######## uart_tx_cfg ########
--- config.mk ---
export PLATFORM = sky130hd
export DESIGN_NAME = uart_tx_cfg
export DESIGN_NICKNAME = d
export VERILOG_FILES = /design/src/rtl/uart_tx_cfg.sv
export SDC_FILE = /design/constraint.sdc
export NUM_CORES = 1
export LEC_CHECK = 0
export CORE_MARGIN = 2
export CORE_UTILIZATION = 39
export CTS_BUF_LIST = sky130_fd_sc_hd__clkbuf_4 sky130_fd_sc_hd__clkbuf_8
export CTS_CLUSTER_DIAMETER = 50
export DETAILED_ROUTE_END_ITERATION = 10
export GPL_TIMING_DRIVEN = 0
export MAX_ROUTING_LAYER = met4
export SYNTH_ARGS = -nofsm -noshare
export SYNTH_HDL_FRONTEND = slang
export SYNTH_SLANG_ARGS = --single-unit
--- constraint.sdc ---
create_clock -name clk -period 8.4 [get_ports clk]
set_clock_uncertainty 0.2 [all_clocks]
set_input_delay 2.1 -clock clk [delete_from_list [all_inputs] [get_ports clk]]
set_output_delay 2.1 -clock clk [all_outputs]
set_load 0.02 [all_outputs]
--- src/rtl/uart_tx_cfg.sv ---
// Parametrised UART transmitter: configurable data width, parity and stop bits,
// one-entry holding register on a valid/ready input, and line-break generation.
//
// state  | meaning
// -------+---------------------------------------------------------------
// IDLE   | line idle high, waiting for a held word or a break request
// START  | start bit (0) for one bit time
// DATA   | data bits, LSB first, one bit time each
// PARITY | parity bit (only when PARITY != 0)
// STOP   | STOP_BITS stop bits (1)
// BREAK  | line held low while tx_break is high
// MARK   | line high for one bit time after a break
module uart_tx_cfg #(
  parameter int CLK_FREQ  = 200_000_000,
  parameter int BAUD_RATE = 9600,
  parameter int DATA_BITS = 8,
  parameter int PARITY    = 0,
  parameter int STOP_BITS = 1
) (
  input  logic                 clk,
  input  logic                 rst_n,
  input  logic [DATA_BITS-1:0] s_data,
  input  logic                 s_valid,
  output logic                 s_ready,
  input  logic                 tx_break,
  output logic                 tx,
  output logic                 busy
);

  localparam int CLKS_PER_BIT = CLK_FREQ / BAUD_RATE;
  localparam int CNT_W = (CLKS_PER_BIT > 1) ? $clog2(CLKS_PER_BIT) : 1;
  localparam logic [CNT_W-1:0] CNT_LAST  = CNT_W'(CLKS_PER_BIT - 1);
  localparam logic [3:0]       DATA_LAST = 4'(DATA_BITS - 1);
  localparam logic [3:0]       STOP_LAST = 4'(STOP_BITS - 1);

  typedef enum logic [2:0] {
    S_IDLE, S_START, S_DATA, S_PARITY, S_STOP, S_BREAK, S_MARK
  } state_t;

  state_t                 state, state_n;
  logic [CNT_W-1:0]       baud_cnt, baud_cnt_n;
  logic [3:0]             bit_cnt, bit_cnt_n;
  logic [DATA_BITS-1:0]   shift_q, shift_n;
  logic                   parity_q, parity_n;
  logic                   tx_q, tx_n;
  logic                   busy_q, busy_n;
  logic                   hold_valid, hold_valid_n;
  logic [DATA_BITS-1:0]   hold_data;
  logic                   load;
  logic                   accept;
  logic                   bit_end;

  assign s_ready = !hold_valid;
  assign accept  = s_valid && !hold_valid;
  assign bit_end = (baud_cnt == CNT_LAST);
  assign tx      = tx_q;
  assign busy    = busy_q;

  always_comb begin
    state_n    = state;
    baud_cnt_n = baud_cnt + 1'b1;
    bit_cnt_n  = bit_cnt;
    shift_n    = shift_q;
    parity_n   = parity_q;
    tx_n       = tx_q;
    load       = 1'b0;

    case (state)
      S_IDLE: begin
        baud_cnt_n = '0;
        if (tx_break) begin
          state_n = S_BREAK;
          tx_n    = 1'b0;
        end else if (hold_valid) begin
          state_n = S_START;
          load    = 1'b1;
          tx_n    = 1'b0;
        end
      end
      S_START: begin
        if (bit_end) begin
          state_n    = S_DATA;
          baud_cnt_n = '0;
          bit_cnt_n  = '0;
          tx_n       = shift_q[0];
        end
      end
      S_DATA: begin
        if (bit_end) begin
          baud_cnt_n = '0;
          if (bit_cnt == DATA_LAST) begin
            bit_cnt_n = '0;
            if (PARITY != 0) begin
              state_n = S_PARITY;
              tx_n    = parity_q;
            end else begin
              state_n = S_STOP;
              tx_n    = 1'b1;
            end
          end else begin
            bit_cnt_n = bit_cnt + 4'd1;
            shift_n   = shift_q >> 1;
            tx_n      = shift_q[1];
          end
        end
      end
      S_PARITY: begin
        if (bit_end) begin
          state_n    = S_STOP;
          baud_cnt_n = '0;
          bit_cnt_n  = '0;
          tx_n       = 1'b1;
        end
      end
      S_STOP: begin
        if (bit_end) begin
          baud_cnt_n = '0;
          if (bit_cnt == STOP_LAST) begin
            bit_cnt_n = '0;
            // break wins over a held word; the word waits until after MARK
            if (tx_break) begin
              state_n = S_BREAK;
              tx_n    = 1'b0;
            end else if (hold_valid) begin
              state_n = S_START;
              load    = 1'b1;
              tx_n    = 1'b0;
            end else begin
              state_n = S_IDLE;
              tx_n    = 1'b1;
            end
          end else begin
            bit_cnt_n = bit_cnt + 4'd1;
          end
        end
      end
      S_BREAK: begin
        baud_cnt_n = '0;
        tx_n       = 1'b0;
        if (!tx_break) begin
          state_n = S_MARK;
          tx_n    = 1'b1;
        end
      end
      S_MARK: begin
        if (bit_end) begin
          state_n    = S_IDLE;
          baud_cnt_n = '0;
        end
      end
      default: begin
        state_n    = S_IDLE;
        baud_cnt_n = '0;
        bit_cnt_n  = '0;
        tx_n       = 1'b1;
      end
    endcase

    if (load) begin
      shift_n  = hold_data;
      parity_n = (PARITY == 2) ? ~(^hold_data) : ^hold_data;
    end

    hold_valid_n = accept ? 1'b1 : (load ? 1'b0 : hold_valid);
    busy_n       = (state_n != S_IDLE) || hold_valid_n;
  end

  always_ff @(posedge clk or negedge rst_n) begin
    if (!rst_n) begin
      state      <= S_IDLE;
      baud_cnt   <= '0;
      bit_cnt    <= '0;
      shift_q    <= '0;
      parity_q   <= 1'b0;
      tx_q       <= 1'b1;
      busy_q     <= 1'b0;
      hold_valid <= 1'b0;
      hold_data  <= '0;
    end else begin
      state      <= state_n;
      baud_cnt   <= baud_cnt_n;
      bit_cnt    <= bit_cnt_n;
      shift_q    <= shift_n;
      parity_q   <= parity_n;
      tx_q       <= tx_n;
      busy_q     <= busy_n;
      hold_valid <= hold_valid_n;
      if (accept) hold_data <= s_data;
    end
  end

endmodule
uart_tx_cfg/power_grid.png
The bar under the picture is 20 µm long. Pins as bars on the die edge.
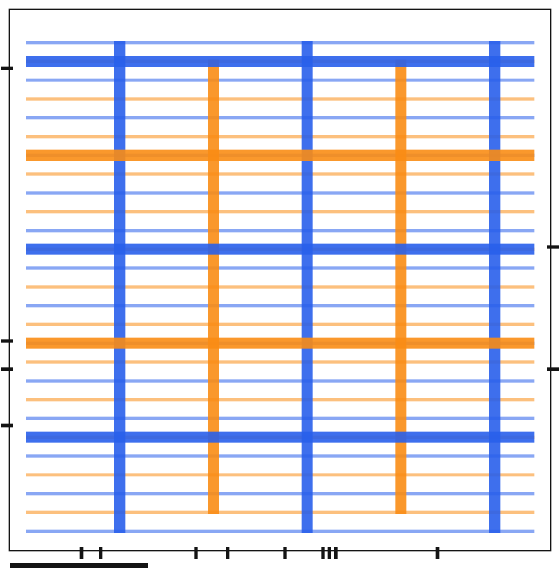
- orange: VDD
- blue: VSS
- met5 straps: 5
- met1 rails: 27
- signal pins: 15
- rows: 26
VDD IR max: 0.1146 mV
Core Box Area: 0.005205 mm²
Die W: 78.16 µm

uart_tx_cfg/placement_by_type.png
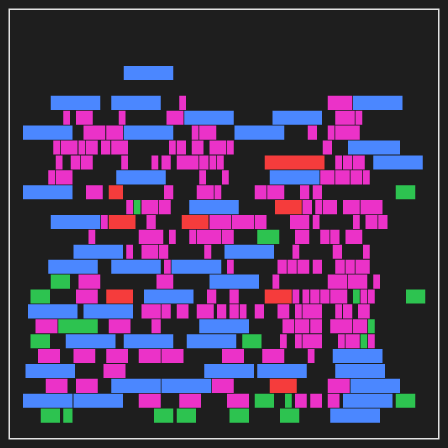
- red: clock drivers and dummy loads (cells 8; share of their area 5.0%)
- green: other buffers and delay cells (cells 21; share of their area 7.7%)
- magenta: combinational and other logic (cells 163; share of their area 45%)
- blue: flops (cells 41; share of their area 42%)

==> notes.md <==
run metrics: status=complete, no violations, largest net degree at the start of global routing=25, synth-to-layout area growth=16.92%, clock network area share=4.790%, Final Max Tran Viols=0, crit path buf inv count=1, nature of the critical path endpoint=flop, CTS Buf Count=5, Slew @ Worst Pin=0.9206 ns, I/O Buffers=14, nonclk inv count=10, Post-synth EDFFs=0, Placed Instance Area=0.002387 mm², WHS Endpoint=shift_q[3], fraction of layout cells with a size suffix above 1=15.88%, Area leader share=46.67%, flops & latches, synth=41, CTS clock-pin slew for the worst setup and hold paths=0.08 ns, Reg with most FFs=baud_cnt, syn_area_per_cell=10.21 µm², design area=0.002507 mm², number of post-CTS setup repair buffers=0, async set-or-reset flop fraction in the synthesized netlist=100.0%, fin util=48.17%, Slew headroom=38.06%, tool warnings=28, via count=1595, clock sinks=41
-- where the power goes --
group / leakage (nW) / total [mW] / switching (mW) / internal (mW)
Combinational: 0.503 / 0.187 / 0.0896 / 0.0971
Sequential: 0.510 / 0.312 / 0.0491 / 0.263
Clock: 0.0619 / 0.167 / 0.0665 / 0.100
Total: 1.07 / 0.665 / 0.205 / 0.460
-- cell families (layout without fill, tap and decap cells) --
family,after synthesis,count (layout),share of synthesized area (%)
mux,22,22,11.38
flops,41,41,47.90
simple gates,81,81,19.95
buf+inv,16,39,3.150
fa+ha+maj,4,4,2.334
compound gates,33,33,9.977
xor+xnor,13,13,5.309

######## seg7_readback_decoder ########
seg7_readback_decoder/power_grid.png
The bar under the picture is 20 µm long. Pins as bars on the die edge.
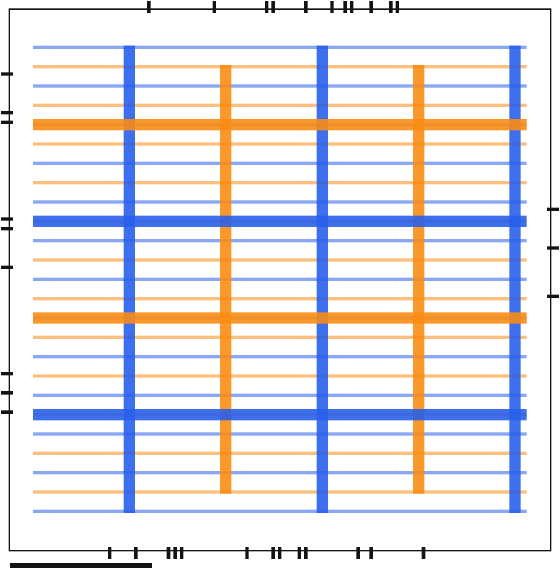
seg7_readback_decoder/placement_by_type.png
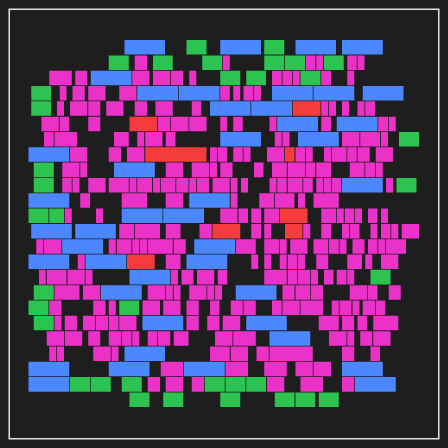
## config.mk

```make
export PLATFORM = sky130hd
export DESIGN_NAME = seg7_readback_decoder
export DESIGN_NICKNAME = d
export VERILOG_FILES = /design/src/rtl/seg7_pkg.sv /design/src/rtl/seg7_classify.sv /design/src/rtl/seg7_readback_decoder.sv
export SDC_FILE = /design/constraint.sdc
export NUM_CORES = 1
export LEC_CHECK = 0
export CORE_MARGIN = 3
export CORE_UTILIZATION = 55
export CTS_CLUSTER_DIAMETER = 30
export CTS_CLUSTER_SIZE = 24
export DETAILED_ROUTE_END_ITERATION = 16
export PLACE_DENSITY_LB_ADDON = 0.1
export SLEW_MARGIN = 20
export SYNTH_ARGS = -nofsm -noshare
export SYNTH_HDL_FRONTEND = slang
export SYNTH_HIERARCHICAL = 1
export SYNTH_SLANG_ARGS = --single-unit
export TNS_END_PERCENT = 100
```

## constraint.sdc

```tcl
create_clock -name clk -period 11.3 [get_ports clk]
set_input_delay 2.26 -clock clk [delete_from_list [all_inputs] [get_ports clk]]
set_output_delay 2.26 -clock clk [all_outputs]
set_load 0.02 [all_outputs]
```

## src/rtl/seg7_pkg.sv

```systemverilog
// Shared types and segment tables for seven-segment readback monitors.
// Segment bit order is bit0=a .. bit6=g, active-high.
package seg7_pkg;

    typedef enum logic [2:0] {
        K_BLANK      = 3'd0,
        K_DIGIT      = 3'd1,
        K_SPIN       = 3'd2,
        K_ERR_OVER   = 3'd3,
        K_ERR_CHANGE = 3'd4,
        K_UNKNOWN    = 3'd5
    } seg_kind_t;

    localparam logic [0:9][6:0] SEG_DIGIT = {
        7'h3F, 7'h06, 7'h5B, 7'h4F, 7'h66,
        7'h6D, 7'h7D, 7'h07, 7'h7F, 7'h6F
    };
    localparam logic [6:0] SEG_ERR_OVER   = 7'h77;
    localparam logic [6:0] SEG_ERR_CHANGE = 7'h03;
    localparam int         SPIN_POSITIONS = 7;

    // Next position in the spinner animation; the last frame wraps to 0.
    function automatic logic [3:0] next_spin_pos(input logic [3:0] pos);
        if (pos == 4'(SPIN_POSITIONS - 1)) begin
            return 4'd0;
        end
        return pos + 4'd1;
    endfunction

endpackage

```

## src/rtl/seg7_classify.sv

```systemverilog
// Combinational segment pattern classifier: pattern -> {kind, value}.
// Overlaps resolve in priority order digit, error, spinner, unknown.
module seg7_classify
    import seg7_pkg::*;
(
    input  logic [6:0] pattern,
    output seg_kind_t  kind,
    output logic [3:0] value
);

    logic [9:0] digit_hit;

    genvar gi;
    generate
        for (gi = 0; gi < 10; gi++) begin : g_digit
            assign digit_hit[gi] = (pattern == SEG_DIGIT[gi]);
        end
    endgenerate

    // Lowest priority first; each later match overrides the earlier one.
    always_comb begin
        kind  = K_UNKNOWN;
        value = 4'd0;
        for (int i = 0; i < SPIN_POSITIONS; i++) begin
            if (pattern == 7'(1 << i)) begin
                kind  = K_SPIN;
                value = 4'(i);
            end
        end
        if (pattern == SEG_ERR_CHANGE) begin
            kind  = K_ERR_CHANGE;
            value = 4'd0;
        end
        if (pattern == SEG_ERR_OVER) begin
            kind  = K_ERR_OVER;
            value = 4'd0;
        end
        for (int i = 9; i >= 0; i--) begin
            if (digit_hit[i]) begin
                kind  = K_DIGIT;
                value = 4'(i);
            end
        end
        if (pattern == 7'h00) begin
            kind  = K_BLANK;
            value = 4'd0;
        end
    end

endmodule

```

## src/rtl/seg7_readback_decoder.sv

```systemverilog
// Display self-test monitor: debounces one digit's segment bus, decodes settled
// patterns, checks spinner ordering and counts glitches and faults.
module seg7_readback_decoder
    import seg7_pkg::*;
#(
    parameter int STABLE_CYCLES = 4,
    parameter int CNT_W         = 8
) (
    input  logic             clk,
    input  logic             reset,
    input  logic             sample_en,
    input  logic [6:0]       seg_in,
    output logic             valid,
    output seg_kind_t        kind,
    output logic [3:0]       value,
    output logic             new_pulse,
    output logic             spin_fault,
    output logic [CNT_W-1:0] glitch_cnt,
    output logic [CNT_W-1:0] fault_cnt
);

    localparam int STAB_W = (STABLE_CYCLES < 2) ? 1 : $clog2(STABLE_CYCLES + 1);
    localparam logic [STAB_W-1:0] STAB_LAST = STAB_W'(STABLE_CYCLES - 1);

    typedef enum logic [1:0] {S_IDLE, S_SETTLE, S_LOCKED} state_t;

    state_t            state_reg, state_next;
    logic [6:0]        cand_reg, cand_next;
    logic [STAB_W-1:0] stab_reg, stab_next;
    logic              valid_reg, valid_next;
    seg_kind_t         kind_reg;
    logic [3:0]        value_reg;
    logic              new_pulse_reg, spin_fault_reg;
    logic [CNT_W-1:0]  glitch_cnt_reg, fault_cnt_reg;
    logic              last_spin_vld_reg;
    logic [3:0]        last_pos_reg;

    logic              lock, glitch, spin_fault_next, fault_evt;
    seg_kind_t         cls_kind;
    logic [3:0]        cls_value;

    // Classify the candidate as it will be after this edge; on a lock it equals seg_in.
    seg7_classify u_classify (
        .pattern (cand_next),
        .kind    (cls_kind),
        .value   (cls_value)
    );

    always_comb begin
        state_next = state_reg;
        cand_next  = cand_reg;
        stab_next  = stab_reg;
        valid_next = valid_reg;
        lock       = 1'b0;
        glitch     = 1'b0;
        if (sample_en) begin
            case (state_reg)
                S_IDLE: begin
                    cand_next = seg_in;
                    stab_next = STAB_W'(1);
                    if (STABLE_CYCLES == 1) begin
                        lock       = 1'b1;
                        state_next = S_LOCKED;
                    end else begin
                        state_next = S_SETTLE;
                    end
                end
                S_SETTLE: begin
                    if (seg_in == cand_reg) begin
                        stab_next = stab_reg + STAB_W'(1);
                        if (stab_reg == STAB_LAST) begin
                            lock       = 1'b1;
                            state_next = S_LOCKED;
                        end
                    end else begin
                        glitch    = 1'b1;
                        cand_next = seg_in;
                        stab_next = STAB_W'(1);
                    end
                end
                S_LOCKED: begin
                    if (seg_in != cand_reg) begin
                        cand_next  = seg_in;
                        stab_next  = STAB_W'(1);
                        valid_next = 1'b0;
                        if (STABLE_CYCLES == 1) begin
                            lock = 1'b1;
                        end else begin
                            state_next = S_SETTLE;
                        end
                    end
                end
                default: state_next = S_IDLE;
            endcase
        end
        if (lock) begin
            valid_next = 1'b1;
        end
    end

    assign spin_fault_next = lock && (cls_kind == K_SPIN) && last_spin_vld_reg &&
                             (cls_value != next_spin_pos(last_pos_reg));
    assign fault_evt       = spin_fault_next || (lock && (cls_kind == K_UNKNOWN));

    always_ff @(posedge clk) begin
        if (reset) begin
            state_reg         <= S_IDLE;
            cand_reg          <= '0;
            stab_reg          <= '0;
            valid_reg         <= 1'b0;
            kind_reg          <= K_BLANK;
            value_reg         <= '0;
            new_pulse_reg     <= 1'b0;
            spin_fault_reg    <= 1'b0;
            glitch_cnt_reg    <= '0;
            fault_cnt_reg     <= '0;
            last_spin_vld_reg <= 1'b0;
            last_pos_reg      <= '0;
        end else begin
            state_reg      <= state_next;
            cand_reg       <= cand_next;
            stab_reg       <= stab_next;
            valid_reg      <= valid_next;
            new_pulse_reg  <= lock;
            spin_fault_reg <= spin_fault_next;
            if (lock) begin
                kind_reg          <= cls_kind;
                value_reg         <= cls_value;
                last_spin_vld_reg <= (cls_kind == K_SPIN);
                if (cls_kind == K_SPIN) begin
                    last_pos_reg <= cls_value;
                end
            end
            if (glitch && (glitch_cnt_reg != '1)) begin
                glitch_cnt_reg <= glitch_cnt_reg + CNT_W'(1);
            end
            if (fault_evt && (fault_cnt_reg != '1)) begin
                fault_cnt_reg <= fault_cnt_reg + CNT_W'(1);
            end
        end
    end

    assign valid      = valid_reg;
    assign kind       = kind_reg;
    assign value      = value_reg;
    assign new_pulse  = new_pulse_reg;
    assign spin_fault = spin_fault_reg;
    assign glitch_cnt = glitch_cnt_reg;
    assign fault_cnt  = fault_cnt_reg;

endmodule

```

==> notes.md <==
run metrics: final setup margin=4.339 ns, fraction of layout cells with a size suffix above 1=6.443%, Slew @ Worst Pin=0.9247 ns, most frequent cells in the layout=dfxtp_1 (43), nand2_1 (41), clkdlybuf4s50_1 (35), launch point of the worst reg-to-reg path=cand_reg[4], Hold Crit Depth=2, CTS clock-pin slew for the worst setup and hold paths=0.08 ns, Largest Pwr Group=sequential cells, tool warnings=26, Hold-fix buffers, CTS=0, minimum clock period=6.961 ns, status=complete, no violations, Area leader share=31.96%, crit path buf inv count=1, Critical Path AT=7.17 ns, Non-Clock Buffer Area Fraction=11.50%, crit start category=input pin, reg2reg setup slack=6.42 ns, routed length per placed instance=14.73 µm
## Picture notes: seg7_readback_decoder/power_grid.png
- orange: VDD
- blue: VSS
- met5 straps: 4
- met4 straps: 5
- signal pins: 36

## Picture notes: seg7_readback_decoder/placement_by_type.png
- green: other buffers and delay cells (cells 36; share of their area 12%)
- red: clock drivers and dummy loads (cells 8; share of their area 3.7%)
- blue: flops (cells 43; share of their area 28%)
- magenta: combinational and other logic (cells 270; share of their area 56%)
fin util: 68.65%
sequential share of cell area: 27.65%
Rows: 24
Core Box Area: 0.004534 mm²

[layer usage]
layer | wire (µm) | global-route usage (%)
met1 | 2890 | 28.93
met2 | 2965 | 36.08
met3 | 298 | 4.965
met4 | 62 | 5.978
met5 | 0 | 0
[cells by family after synthesis]
| family | count (synthesis) | share of synthesized area, % |
|---|---|---|
| AND/OR/NAND/NOR | 139 | 27.13 |
| AND-OR/OR-AND | 86 | 21.88 |
| flip-flops | 43 | 31.96 |
| buffers and inverters | 32 | 6.317 |
| XOR/XNOR | 21 | 6.828 |
| multiplexers | 9 | 3.669 |
| adder cells (fa/ha/maj) | 5 | 2.230 |

######## mem_arbiter ########
mem_arbiter/power_grid.png
The bar under the picture is 20 µm long. Pins as bars on the die edge.
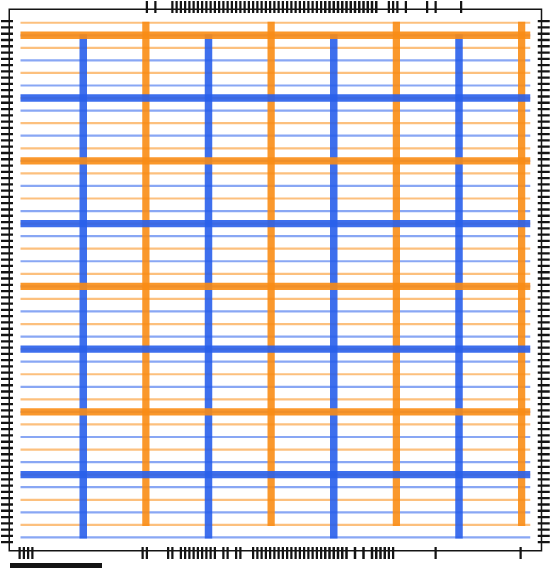
mem_arbiter/placement_by_type.png
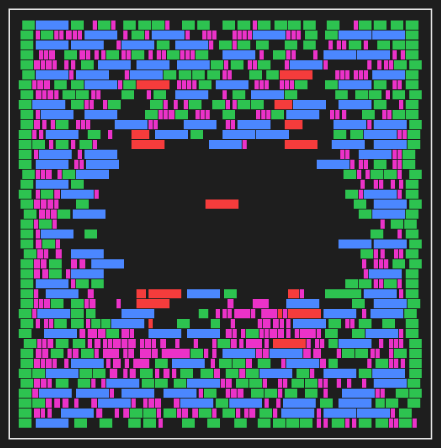
mem_arbiter/clk_routes.png
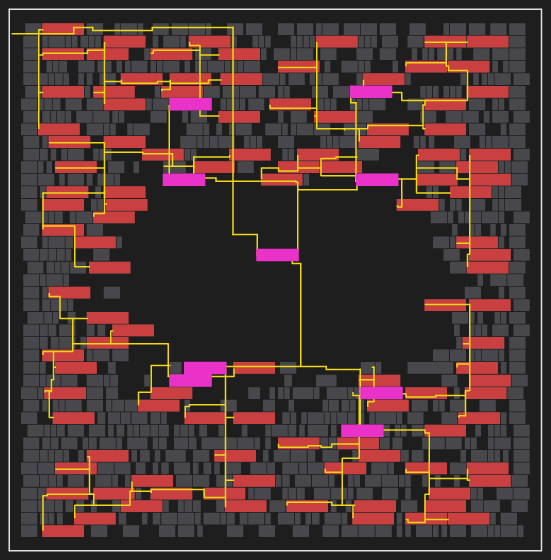
$ cat config.mk
export PLATFORM = sky130hd
export DESIGN_NAME = mem_arbiter
export DESIGN_NICKNAME = d
export VERILOG_FILES = /design/src/rtl/mem_arbiter.sv
export SDC_FILE = /design/constraint.sdc
export NUM_CORES = 1
export LEC_CHECK = 0
export ABC_AREA = 1
export CAP_MARGIN = 40
export CORE_AREA = 2 2 113 115
export DETAILED_ROUTE_END_ITERATION = 8
export DIE_AREA = 0 0 115 117
export PLACE_DENSITY = 0.94
export SETUP_SLACK_MARGIN = 0.3
export SLEW_MARGIN = 10
export SYNTH_ARGS = -nofsm -noshare
export SYNTH_HDL_FRONTEND = slang
export SYNTH_SLANG_ARGS = --single-unit
$ cat constraint.sdc
create_clock -name i_clk -period 4.5 [get_ports i_clk]
set_input_delay 0.9 -clock i_clk [delete_from_list [all_inputs] [get_ports i_clk]]
set_output_delay 0.9 -clock i_clk [all_outputs]
set_load 0.02 [all_outputs]
$ cat src/rtl/mem_arbiter.sv
// Arbitrates one unified, single-outstanding memory port between the fetch and data
// requesters. Data wins ties unless fetch has been starved for STARVE_LIMIT data grants.
module mem_arbiter #(
  parameter int STARVE_LIMIT = 4
) (
  input  logic        i_clk,
  input  logic        i_rst_n,
  input  logic        i_if_req_valid,
  output logic        o_if_req_ready,
  input  logic [31:0] i_if_addr,
  output logic        o_if_rsp_valid,
  output logic [31:0] o_if_rdata,
  input  logic        i_dm_req_valid,
  output logic        o_dm_req_ready,
  input  logic [31:0] i_dm_addr,
  input  logic        i_dm_wen,
  input  logic [31:0] i_dm_wdata,
  input  logic [3:0]  i_dm_mask,
  output logic        o_dm_rsp_valid,
  output logic [31:0] o_dm_rdata,
  output logic        o_mem_req_valid,
  input  logic        i_mem_req_ready,
  output logic [31:0] o_mem_addr,
  output logic        o_mem_wen,
  output logic [31:0] o_mem_wdata,
  output logic [3:0]  o_mem_mask,
  input  logic        i_mem_rsp_valid,
  input  logic [31:0] i_mem_rdata,
  output logic        o_busy,
  output logic [1:0]  o_dbg_state
);

  typedef enum logic [1:0] {IDLE = 2'd0, ISSUE = 2'd1, WAIT = 2'd2, RESP = 2'd3} state_t;

  localparam logic [3:0] LIMIT = 4'(STARVE_LIMIT);

  state_t      state;
  logic        grant_dm_q;
  logic [3:0]  starve_cnt;
  logic [31:0] rdata_q;
  logic        mem_req_valid_q;
  logic [31:0] mem_addr_q;
  logic        mem_wen_q;
  logic [31:0] mem_wdata_q;
  logic [3:0]  mem_mask_q;
  logic        if_rsp_q;
  logic        dm_rsp_q;
  logic        grant_dm_c;

  // Handshake rule for every channel: a transfer happens in the cycle where valid and
  // ready are both high; requesters keep valid and fields stable until then, and may drop
  // valid to withdraw. Readys are only offered in IDLE and are held low during reset.
  always_comb begin
    grant_dm_c = i_dm_req_valid & (~i_if_req_valid | (starve_cnt != LIMIT));
  end

  assign o_if_req_ready = i_rst_n & (state == IDLE) & i_if_req_valid & ~grant_dm_c;
  assign o_dm_req_ready = i_rst_n & (state == IDLE) & i_dm_req_valid & grant_dm_c;

  always_ff @(posedge i_clk or negedge i_rst_n) begin
    if (!i_rst_n) begin
      state           <= IDLE;
      grant_dm_q      <= 1'b0;
      starve_cnt      <= '0;
      rdata_q         <= '0;
      mem_req_valid_q <= 1'b0;
      mem_addr_q      <= '0;
      mem_wen_q       <= 1'b0;
      mem_wdata_q     <= '0;
      mem_mask_q      <= '0;
      if_rsp_q        <= 1'b0;
      dm_rsp_q        <= 1'b0;
    end else begin
      case (state)
        IDLE: begin
          if (o_dm_req_ready) begin
            grant_dm_q      <= 1'b1;
            mem_addr_q      <= i_dm_addr & ~32'h3;
            mem_wen_q       <= i_dm_wen;
            mem_wdata_q     <= i_dm_wdata;
            mem_mask_q      <= i_dm_mask;
            mem_req_valid_q <= 1'b1;
            state           <= ISSUE;
            // Only data wins taken at fetch's expense count toward starvation.
            if (!i_if_req_valid)        starve_cnt <= '0;
            else if (starve_cnt != LIMIT) starve_cnt <= starve_cnt + 4'd1;
          end else if (o_if_req_ready) begin
            grant_dm_q      <= 1'b0;
            mem_addr_q      <= i_if_addr & ~32'h3;
            mem_wen_q       <= 1'b0;
            mem_wdata_q     <= '0;
            mem_mask_q      <= 4'b1111;
            mem_req_valid_q <= 1'b1;
            starve_cnt      <= '0;
            state           <= ISSUE;
          end else if (!i_if_req_valid) begin
            starve_cnt <= '0;
          end
        end
        ISSUE: begin
          if (i_mem_req_ready) begin
            mem_req_valid_q <= 1'b0;
            state           <= WAIT;
          end
        end
        WAIT: begin
          if (i_mem_rsp_valid) begin
            rdata_q  <= i_mem_rdata;
            if_rsp_q <= ~grant_dm_q;
            dm_rsp_q <= grant_dm_q;
            state    <= RESP;
          end
        end
        RESP: begin
          if_rsp_q <= 1'b0;
          dm_rsp_q <= 1'b0;
          state    <= IDLE;
        end
        default: state <= IDLE;
      endcase
    end
  end

  assign o_mem_req_valid = mem_req_valid_q;
  assign o_mem_addr      = mem_addr_q;
  assign o_mem_wen       = mem_wen_q;
  assign o_mem_wdata     = mem_wdata_q;
  assign o_mem_mask      = mem_mask_q;
  assign o_if_rsp_valid  = if_rsp_q;
  assign o_dm_rsp_valid  = dm_rsp_q;
  assign o_if_rdata      = rdata_q;
  assign o_dm_rdata      = rdata_q;
  assign o_busy          = (state != IDLE);
  assign o_dbg_state     = state;

endmodule

==> notes.md <==
run metrics: Top logic family=simple AND/OR/NAND/NOR gates, Post-Syn Area=0.004808 mm², syn_area_per_cell=8.451 µm², FMAX=0.2809 GHz, final setup violation count=0, yosys cell count=569, crit path cell chain=clkdlybuf4s50_1 > inv_1 > nor2_2 > a21boi_0 > clkdlybuf4s50_1, minimum clock period=3.560 ns, Post-Route WL=13950 µm, metal1 wirelength=5539 µm, Final Skew=0.01108 ns, xor+xnor area frac=0.1821%, top-count cell post-synth=nand2_1, Dominant Register Cell=dfrtp_1, Hold Slack=0.4739 ns, met2 Use GR=33.80%, Placed Instance Area=0.007433 mm², CP Max Fanout=7, initial antenna violation count=0, Pwr Total=5.271 mW, status=complete, no violations, yosys stat area=0.004808 mm², Synth warnings=0, Slew headroom=48.02%, dpl ws=0.9267 ns, Yosys top cell by area=dfrtp_1, fin crit share=79.11%, Comb. pwr=2.82 mW, post-synthesis cell count=569, # resized after CTS=0, Int Power=3.154 mW, Seq pwr share=32.0%, DRC viols=0, GRT overflow=0, Critical Path End=o_if_req_ready, post-route ant nets=0, met1 usage=23.44%, Non-Filler Instances=956, Setup Crit Path Kind=in2out, Synth mux share=0%, clock power share=14.4%, FP Util=39.05%, Simple Share, Synth=29.14%, via count=4595, fraction of layout cells with a size suffix above 1=3.350%
Notes on mem_arbiter/power_grid.png above:
- blue: VSS
- orange: VDD
- rows: 41
- met5 straps: 8
- met1 rails: 42
Core Box Area: 0.01231 mm²
die height: 117 µm
VDD IR max: 0.3382 mV

Notes on mem_arbiter/placement_by_type.png above:
- green: other buffers and delay cells (cells 281; share of their area 37%)
- blue: flops (cells 109; share of their area 36%)
- magenta: combinational and other logic (cells 400; share of their area 23%)
- red: clock drivers and dummy loads (cells 16; share of their area 3.9%)
sequential share of cell area: 35.32%
fin util: 62.73%
design area: 0.007724 mm²
Rows: 41

Notes on mem_arbiter/clk_routes.png above:
- magenta: clock drivers (count 9)
- red: flip-flops (count 109)
- yellow: clock wires (length 1230 µm)
- routed clock nets: 10
- flops lie: spread over the die

==> final cells by class <==
class	instances	area (µm²)	area share (%)
timing repair buffer	281	2810	36.38
sequential	109	2728	35.32
multi-input combinational	375	1614	20.90
clock buffer	14	274.0	3.548
tap	150	187.7	2.430
inverter	25	93.84	1.215
clock inverter	2	16.27	0.2106
==> worst reg2reg max path: stages (launching register included) <==
cell and delay, ns:
dfrtp_1 0.43, inv_1 0.13, ha_1 0.29, nand2_1 0.15, inv_1 0.08, nand3_1 0.11, inv_2 0.11, buf_4 0.55
nand2_1 0.20, nand3_1 0.13


==> gallery <==
Routed metal, one color a layer.
The bar under the picture is 20 µm long.
shot_01.png
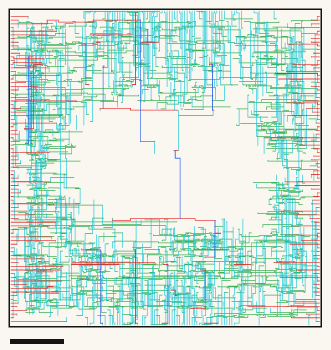
shot_02.png
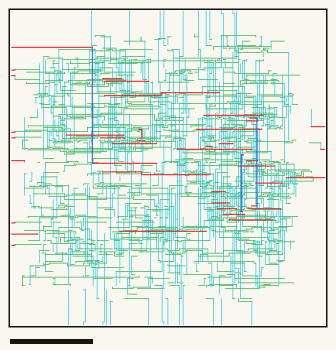
shot_03.png
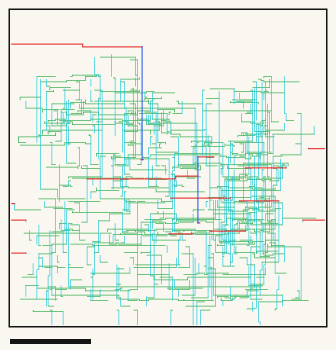
- shot_03.png = uart_tx_cfg
- shot_01.png = mem_arbiter
- shot_02.png = seg7_readback_decoder
- least wire: shot_03.png
- most wire: shot_01.png

Key to shot_03.png:
- cyan: metal 2 (wire length 1830 µm)
- red: metal 3 (wire length 131 µm)
- green: metal 1 (wire length 2100 µm)
- blue: metal 4 (wire length 44.2 µm)

Power is estimated from default activity; no workload was simulated.
